######## design 1 ########
### Cell classes on the final placement, design 1

Scale: 3 px per um.
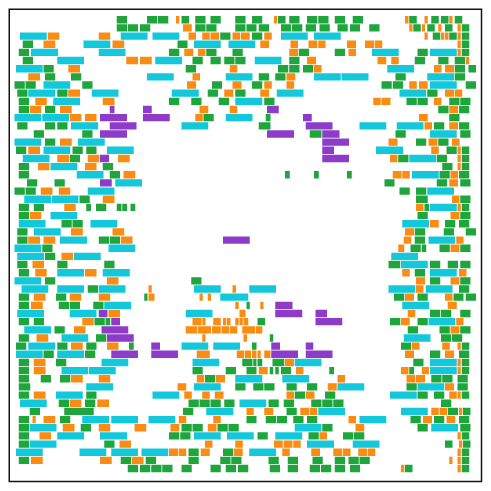

**src/rtl/mem_port_arbiter.sv**
```systemverilog
// mem_port_arbiter
// Shares the single unified memory port between the multicycle MIPS core (c_*)
// and a DMA/loader master (d_*). Each access takes two cycles: ARB picks a
// winner and registers its address/data, ACC drives the memory and acks the
// owner. Winner selection is round-robin. A DMA burst lock can keep the port
// for up to MAX_BURST back-to-back grants while the CPU waits, and then the
// CPU is forced in.
// Optional feature: define ARB_STATS_EN to enable the 16-bit grant counters on
// cpu_cnt/dma_cnt. Without it both outputs are tied to zero.
module mem_port_arbiter #(
  parameter int N         = 32,
  parameter int MAX_BURST = 4
) (
  input  logic         clk,
  input  logic         reset,
  // CPU master
  input  logic         c_req,
  input  logic         c_we,
  input  logic [N-1:0] c_adr,
  input  logic [N-1:0] c_wd,
  output logic         c_ack,
  output logic [N-1:0] c_rd,
  // DMA master
  input  logic         d_req,
  input  logic         d_we,
  input  logic [N-1:0] d_adr,
  input  logic [N-1:0] d_wd,
  input  logic         d_lock,
  output logic         d_ack,
  output logic [N-1:0] d_rd,
  // memory port
  output logic [N-1:0] dataadr,
  output logic [N-1:0] writedata,
  output logic         memwrite,
  input  logic [N-1:0] readdata,
  // grant statistics
  output logic [15:0]  cpu_cnt,
  output logic [15:0]  dma_cnt
);

  localparam int BW = $clog2(MAX_BURST + 1);
  localparam logic [BW-1:0] BURST_MAX = BW'(MAX_BURST);

  typedef enum logic {
    ARB = 1'b0,
    ACC = 1'b1
  } state_t;

  typedef enum logic {
    OWN_CPU = 1'b0,
    OWN_DMA = 1'b1
  } owner_t;

  state_t        state, state_nxt;
  owner_t        last;       // most recent grant, drives round-robin
  owner_t        owner;      // master being served in ACC
  owner_t        winner;
  logic          grant;
  logic [BW-1:0] burst, burst_nxt;
  logic          we_q;
  logic          in_acc;
  logic [N-1:0]  c_rd_q, d_rd_q;

  // Next state, winner selection and burst bookkeeping for the ARB cycle.
  // NOTE: every signal written here gets a default first, so no path can leave
  // one unassigned and infer a latch.
  always_comb begin
    state_nxt = state;
    grant     = 1'b0;
    winner    = OWN_CPU;
    burst_nxt = burst;
    case (state)
      ARB: begin
        if (c_req || d_req) begin
          grant     = 1'b1;
          state_nxt = ACC;
          if (c_req && !d_req) begin
            winner = OWN_CPU;
          end else if (!c_req) begin
            winner = OWN_DMA;
          end else if (burst == BURST_MAX) begin
            // lock has used up its budget: CPU is forced in
            winner = OWN_CPU;
          end else if (last == OWN_DMA && d_lock) begin
            // active burst lock keeps the port on the DMA side
            winner = OWN_DMA;
          end else begin
            winner = (last == OWN_CPU) ? OWN_DMA : OWN_CPU;
          end

          if (winner == OWN_CPU || !d_lock) begin
            burst_nxt = '0;
          end else if (c_req && burst != BURST_MAX) begin
            // only grants taken while the CPU waits count against the budget
            burst_nxt = burst + BW'(1);
          end
        end
      end
      ACC:     state_nxt = ARB;
      default: state_nxt = ARB;
    endcase
  end

  // State register; reset mid-access returns to ARB and drops the access.
  // NOTE: sequential state uses non-blocking assignments so every register
  // samples pre-edge values regardless of block ordering.
  always_ff @(posedge clk or negedge reset) begin
    if (!reset) begin
      state <= ARB;
    end else begin
      state <= state_nxt;
    end
  end

  // Capture the winner's request into the memory-side registers on a grant.
  // Without a grant, address and data simply hold.
  always_ff @(posedge clk or negedge reset) begin
    if (!reset) begin
      dataadr   <= '0;
      writedata <= '0;
      we_q      <= 1'b0;
      owner     <= OWN_CPU;
      last      <= OWN_DMA;
      burst     <= '0;
    end else if (grant) begin
      owner <= winner;
      last  <= winner;
      burst <= burst_nxt;
      if (winner == OWN_DMA) begin
        dataadr   <= d_adr;
        writedata <= d_wd;
        we_q      <= d_we;
      end else begin
        dataadr   <= c_adr;
        writedata <= c_wd;
        we_q      <= c_we;
      end
    end
  end

  // ACC-cycle strobes decode straight from registered state, so an async
  // reset removes them immediately.
  assign in_acc   = (state == ACC);
  assign memwrite = in_acc && we_q;
  assign c_ack    = in_acc && (owner == OWN_CPU);
  assign d_ack    = in_acc && (owner == OWN_DMA);

  // Read data holders: the owner sees readdata live in its ack cycle, the
  // other master keeps whatever it received last.
  always_ff @(posedge clk or negedge reset) begin
    if (!reset) begin
      c_rd_q <= '0;
      d_rd_q <= '0;
    end else begin
      if (c_ack) c_rd_q <= readdata;
      if (d_ack) d_rd_q <= readdata;
    end
  end

  assign c_rd = c_ack ? readdata : c_rd_q;
  assign d_rd = d_ack ? readdata : d_rd_q;

`ifdef ARB_STATS_EN
  logic [15:0] cpu_cnt_q, dma_cnt_q;

  // Grant counters, one per master, wrapping at 16 bits.
  always_ff @(posedge clk or negedge reset) begin
    if (!reset) begin
      cpu_cnt_q <= '0;
      dma_cnt_q <= '0;
    end else begin
      if (c_ack) cpu_cnt_q <= cpu_cnt_q + 16'd1;
      if (d_ack) dma_cnt_q <= dma_cnt_q + 16'd1;
    end
  end

  assign cpu_cnt = cpu_cnt_q;
  assign dma_cnt = dma_cnt_q;
`else
  assign cpu_cnt = '0;
  assign dma_cnt = '0;
`endif

endmodule
```
**config.mk**
```make
export PLATFORM = sky130hd
export DESIGN_NAME = mem_port_arbiter
export DESIGN_NICKNAME = d
export VERILOG_FILES = /design/src/rtl/mem_port_arbiter.sv
export SDC_FILE = /design/constraint.sdc
export NUM_CORES = 1
export LEC_CHECK = 0
export CAP_MARGIN = 25
export CORE_UTILIZATION = 24
export CTS_BUF_LIST = sky130_fd_sc_hd__clkbuf_16
export CTS_CLUSTER_DIAMETER = 30
export DETAILED_ROUTE_END_ITERATION = 10
export GPL_TIMING_DRIVEN = 0
export SYNTH_ARGS = -nofsm -noshare
export SYNTH_HDL_FRONTEND = slang
export SYNTH_SLANG_ARGS = --single-unit
```
**constraint.sdc**
```tcl
create_clock -name clk -period 3.45 [get_ports clk]
set_input_delay 0.5175 -clock clk [delete_from_list [all_inputs] [get_ports clk]]
set_output_delay 0.5175 -clock clk [all_outputs]
set_load 0.005 [all_outputs]
```
######## design 2 ########
`src/rtl/branch_resolve_unit.sv`:
```
// branch_resolve_unit
//   Two-stage branch resolution pipeline for the Otter core. S1 registers
//   the operand compares (eq, signed lt, unsigned lt) together with the
//   branch context. S2 decodes funct3 into the taken decision, forms the
//   target and the redirect PC, and flags mispredictions. A valid/ready
//   handshake on both sides provides back-pressure. A flush kills every
//   in-flight branch.
//
// Optional feature macro: BRANCH_RESOLVE_STATS_EN
//   When defined, it adds the stat_branches and stat_mispredicts counters.
//   They count completed legal branches and completed mispredicted branches.
//
// Ports
//   CLK, RST          clock; synchronous active-high reset
//   in_valid/ready    input handshake (in_ready: combinational)
//   in_funct3         B-type funct3
//   in_rs1, in_rs2    source operands
//   in_pc, in_imm     branch PC and sign-extended B-immediate
//   in_pred_taken     fetch-stage prediction
//   flush             discard all in-flight branches
//   out_valid/ready   output handshake
//   out_taken         branch condition true
//   out_target        pc + imm (mod 2^XLEN)
//   out_redirect_pc   taken ? target : pc + 4 (mod 2^XLEN)
//   out_mispredict    taken ^ predicted
//   out_illegal       funct3 is 010 or 011
//   stat_branches     completed legal branches (stats build only)
//   stat_mispredicts  completed mispredicted branches (stats build only)
module branch_resolve_unit #(
  parameter int XLEN    = 32,
  parameter int STATS_W = 32
) (
  input  logic               CLK,
  input  logic               RST,
  input  logic               in_valid,
  output logic               in_ready,
  input  logic [2:0]         in_funct3,
  input  logic [XLEN-1:0]    in_rs1,
  input  logic [XLEN-1:0]    in_rs2,
  input  logic [XLEN-1:0]    in_pc,
  input  logic [XLEN-1:0]    in_imm,
  input  logic               in_pred_taken,
  input  logic               flush,
  output logic               out_valid,
  input  logic               out_ready,
  output logic               out_taken,
  output logic [XLEN-1:0]    out_target,
  output logic [XLEN-1:0]    out_redirect_pc,
  output logic               out_mispredict,
  output logic               out_illegal
`ifdef BRANCH_RESOLVE_STATS_EN
  ,
  output logic [STATS_W-1:0] stat_branches,
  output logic [STATS_W-1:0] stat_mispredicts
`endif
);

  function automatic logic is_illegal(input logic [2:0] f3);
    return (f3[2:1] == 2'b01);
  endfunction

  function automatic logic resolve_taken(input logic [2:0] f3, input logic eq,
                                         input logic lt, input logic ltu);
    logic t;
    case (f3)
      3'b000:  t = eq;
      3'b001:  t = !eq;
      3'b100:  t = lt;
      3'b101:  t = !lt;
      3'b110:  t = ltu;
      3'b111:  t = !ltu;
      default: t = 1'b0;
    endcase
    return t;
  endfunction

  logic signed [XLEN-1:0] rs1_s;
  logic signed [XLEN-1:0] rs2_s;
  logic                   accept;
  logic                   s2_adv;

  logic                   vld_p1;
  logic                   eq_p1;
  logic                   lt_p1;
  logic                   ltu_p1;
  logic [2:0]             funct3_p1;
  logic [XLEN-1:0]        pc_p1;
  logic [XLEN-1:0]        imm_p1;
  logic                   pred_p1;

  logic                   illegal_p1;
  logic                   taken_p1;
  logic [XLEN-1:0]        target_p1;
  logic [XLEN-1:0]        redirect_p1;

  assign rs1_s    = in_rs1;
  assign rs2_s    = in_rs2;
  assign s2_adv   = !out_valid || out_ready;
  assign in_ready = (!vld_p1 || s2_adv) && !flush;
  assign accept   = in_valid && in_ready;

  // ---- S1: operand compares ----
  always_ff @(posedge CLK) begin
    if (RST || flush) begin
      vld_p1 <= 1'b0;
    end else if (accept) begin
      vld_p1 <= 1'b1;
    end else if (s2_adv) begin
      vld_p1 <= 1'b0;
    end
  end

  always_ff @(posedge CLK) begin
    if (accept) begin
      eq_p1     <= (in_rs1 == in_rs2);
      lt_p1     <= (rs1_s < rs2_s);
      ltu_p1    <= (in_rs1 < in_rs2);
      funct3_p1 <= in_funct3;
      pc_p1     <= in_pc;
      imm_p1    <= in_imm;
      pred_p1   <= in_pred_taken;
    end
  end

  // ---- S2: resolve (decode, target adder, redirect mux) ----
  assign illegal_p1  = is_illegal(funct3_p1);
  assign taken_p1    = !illegal_p1 && resolve_taken(funct3_p1, eq_p1, lt_p1, ltu_p1);
  assign target_p1   = pc_p1 + imm_p1;
  assign redirect_p1 = taken_p1 ? target_p1 : (pc_p1 + XLEN'(4));

  always_ff @(posedge CLK) begin
    if (RST) begin
      out_valid       <= 1'b0;
      out_taken       <= 1'b0;
      out_target      <= '0;
      out_redirect_pc <= '0;
      out_mispredict  <= 1'b0;
      out_illegal     <= 1'b0;
    end else if (flush) begin
      out_valid <= 1'b0;
    end else if (s2_adv) begin
      out_valid <= vld_p1;
      if (vld_p1) begin
        out_taken       <= taken_p1;
        out_target      <= target_p1;
        out_redirect_pc <= redirect_p1;
        out_mispredict  <= taken_p1 ^ pred_p1;
        out_illegal     <= illegal_p1;
      end
    end
  end

`ifdef BRANCH_RESOLVE_STATS_EN
  // ---- statistics on completed output transfers ----
  always_ff @(posedge CLK) begin
    if (RST) begin
      stat_branches    <= '0;
      stat_mispredicts <= '0;
    end else if (out_valid && out_ready && !out_illegal) begin
      stat_branches <= stat_branches + STATS_W'(1);
      if (out_mispredict) begin
        stat_mispredicts <= stat_mispredicts + STATS_W'(1);
      end
    end
  end
`else
  if (STATS_W < 1) begin : g_no_stats
  end
`endif

endmodule

```
`config.mk`:
```
export PLATFORM = sky130hd
export DESIGN_NAME = branch_resolve_unit
export DESIGN_NICKNAME = d
export VERILOG_FILES = /design/src/rtl/branch_resolve_unit.sv
export SDC_FILE = /design/constraint.sdc
export NUM_CORES = 1
export LEC_CHECK = 0
export CAP_MARGIN = 20
export CELL_PAD_IN_SITES_DETAIL_PLACEMENT = 0
export CELL_PAD_IN_SITES_GLOBAL_PLACEMENT = 1
export CORE_ASPECT_RATIO = 1.75
export CORE_UTILIZATION = 30
export CTS_CLUSTER_DIAMETER = 80
export DETAILED_ROUTE_END_ITERATION = 8
export GPL_TIMING_DRIVEN = 0
export PLACE_DENSITY = 0.67
export SYNTH_ARGS = -nofsm -noshare
export SYNTH_HDL_FRONTEND = slang
export SYNTH_SLANG_ARGS = --single-unit
```
`constraint.sdc`:
```
create_clock -name CLK -period 3.25 [get_ports CLK]
set_input_delay 0.65 -clock CLK [delete_from_list [all_inputs] [get_ports CLK]]
set_output_delay 0.65 -clock CLK [all_outputs]
set_load 0.01 [all_outputs]
```
### The metal 3 layer, design 1

Scale: 2 px per um.
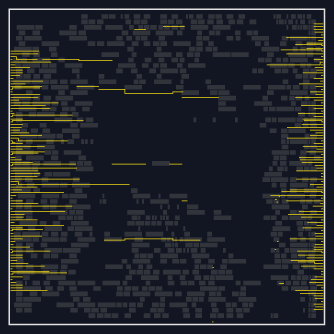
The layer holds 12% of the routed length. The layer carries 2,030 um of wire. 202 nets have wire on it.
vias post-DR: 4,629
routed wire length: 17,590 um
met3 Resource Use GR: 6.856%

Notes on 'Cell classes on the final placement' of design 1 above:
Key: purple = clock drivers and dummy loads [cells 32, share of their area 6.1%]; cyan = flops [cells 135, share of their area 36%]; orange = all other logic [cells 258, share of their area 22%]; green = other buffers and delay cells [cells 358, share of their area 36%]
num rows: 56
flop share of the area: 34.29%
final instance area: 9857 um2
core area: 23,470 um2

==> results.ini, design 1 <==
[final_timing]
slew_headroom_pct=54.23

[place]
gp_congestion=0.7363
dpl_cell_area_um2=9278

[grt]
grt_pass1_vias=4859

[finish]
comb_share_pct=21.02
utilization_pct=41.99
non_clock_inverter_count=5
mi_logic_area_um2=2072

[cts]
clock_latency_ns=0.42
cts_made_buffers=17
ctsResizeCount=0
clock-root-buffer=clkbuf_16

[synth]
ys_sh_xor_pct=0
ys_chip_area_um2=5761
synthDistinctLibCells=24
synthMostInstantiatedCell=dfrtp_1
flop_cell=dfrtp_1

[worst_setup_path]
max_stage_delay_ns=0.50
cp.arrival_ns=2.54
crit_path_end_kind=output pin

[die]
die_y_um=156.9

[pwr]
p_seq_share_pct=35.9
p_clk_share_pct=29.5
power_switching_mw=1.673

[routing]
drtPass1Iterations=4
drt_first_iter_violations=113
drc=0

[status]
outcome=completed

### Cells by drive strength, design 2

Scale: 1.5 px per um.
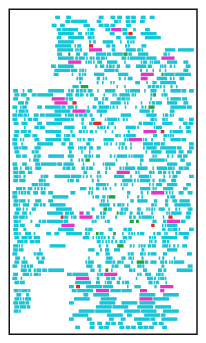
Key: cyan = drive 1 or less [cells 1,027, most used clkdlybuf4s50_1]; red = drive 3 to 4 [cells 9, most used clkinv_4]; green = drive 2 [cells 17]; magenta = drive 6 and up [cells 24, most used clkbuf_16]
Buffers, non-clock: 239
final instance area: 10,910 um2
Final WS setup: 0.1861 ns
P&R area growth vs syn: 39.46%

==> results.ini, design 2 <==
[status]
outcome=completed

[routing]
drt_first_iter_violations=386
routed-via-count=6998
wl_met1_um=9252
wl_met2_um=14700

[grt]
grt_overflow_total=0
use_met2_pct=39.41
track_usage_pct=20.68
grt_busiest_layer=met2
grt_pass1_vias=7184

[finish]
antenna_cells=0
comb_share_pct=37.22
drive_gt1_share_pct=4.643
layout.nonclk_buf_share_pct=20.11
fillers=2576
num-nets-final=1266

[place]
pre_cts_slack_ns=-0.1564
dpl_cell_area_um2=10290
dp_cells=1360

[pwr]
p_leak_nw=4.049
pg_clk_mw=1.90
p_seq_share_pct=40.5
comb_cell_power_mw=1.09
power-top-group=registers
sequentialPower_mw=2.03
power.total_mw=5.018
cellPowerDensity_nw_per_um2=459.8

[final_timing]
grt_setup_unrepaired=no
slew_headroom_pct=30.34
skew_ns=0.01135
worstMarginPinSlew_ns=1.035
fin_crit_sh_pct=94.27
post-route-min-period_ns=3.064
finalSetupViolCount=0

[synth]
async_flop_share_pct=0
netlist_area_um2=7826
ys_ff=140
muxShareOfSynthArea_pct=0.3837
ys_sh_xor_pct=6.267

[worst_setup_path]
worstReg2RegStart=pc_p1[0]
crit_chain=ha_1, fa_1, a211oi_2, o21ai_1, a21oi_1, o21ai_0, a2111oi_2, nand3b_1, nand3_1, a21oi_1
crit-reg2reg-capture=out_redirect_pc[12]
path_buffers=0
cp.arrival_ns=3.42
crit_top_cell=a21oi_1
path_class=reg2reg

[cts]
ctsResizeCount=4
postCtsSetupBuffers=1
cts_max_level=4
hold_buffers=0

[min_path]
whs_path_depth=2

[job]
maxCapViolCount=0


==> layout pictures side by side <==
Wiring heat map.
picture 1
Scale: 2 px per um. The die is cut into 31 by 31 equal tiles; dark purple is low, yellow is high, scaled to the fullest tile. Values are wire area over tile area, all layers added.
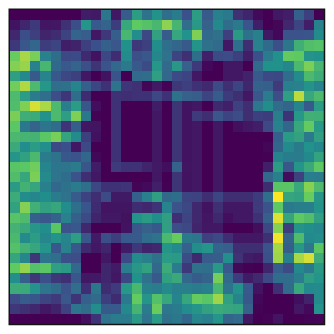
picture 2
Scale: 2 px per um. The die is cut into 12 by 22 equal tiles; dark purple is low, yellow is high, scaled to the fullest tile. Values are wire area over tile area, all layers added.
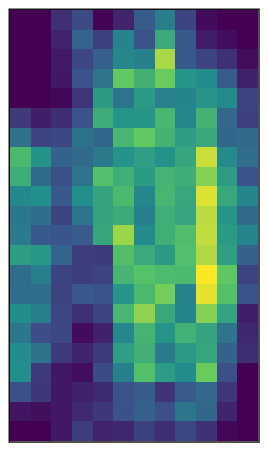
Design 2 is picture 2.
Design 1 is picture 1.

Key to picture 1:
21% of the tiles are over half the peak. The mean over all tiles is 0.12. The fullest tile reaches 0.40. The emptiest ninth of the die: middle. 14% of the tiles are nearly empty.



==> screenshots <==
The clock network.
Plate I
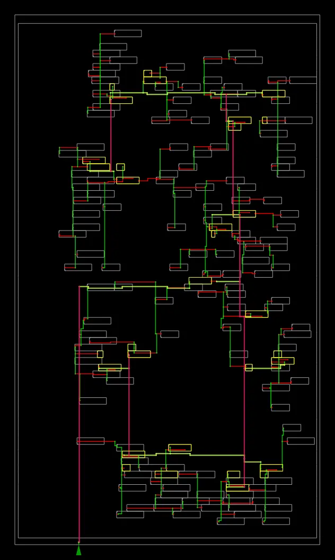
Plate II
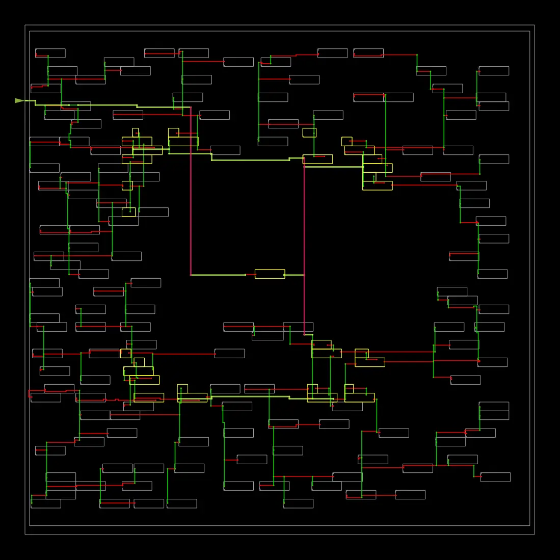
For design 2, see Plate I.
For design 1, see Plate II.
Of these, most clock buffers: Plate I

No activity file was given, so power comes from the tool's default toggle rates.
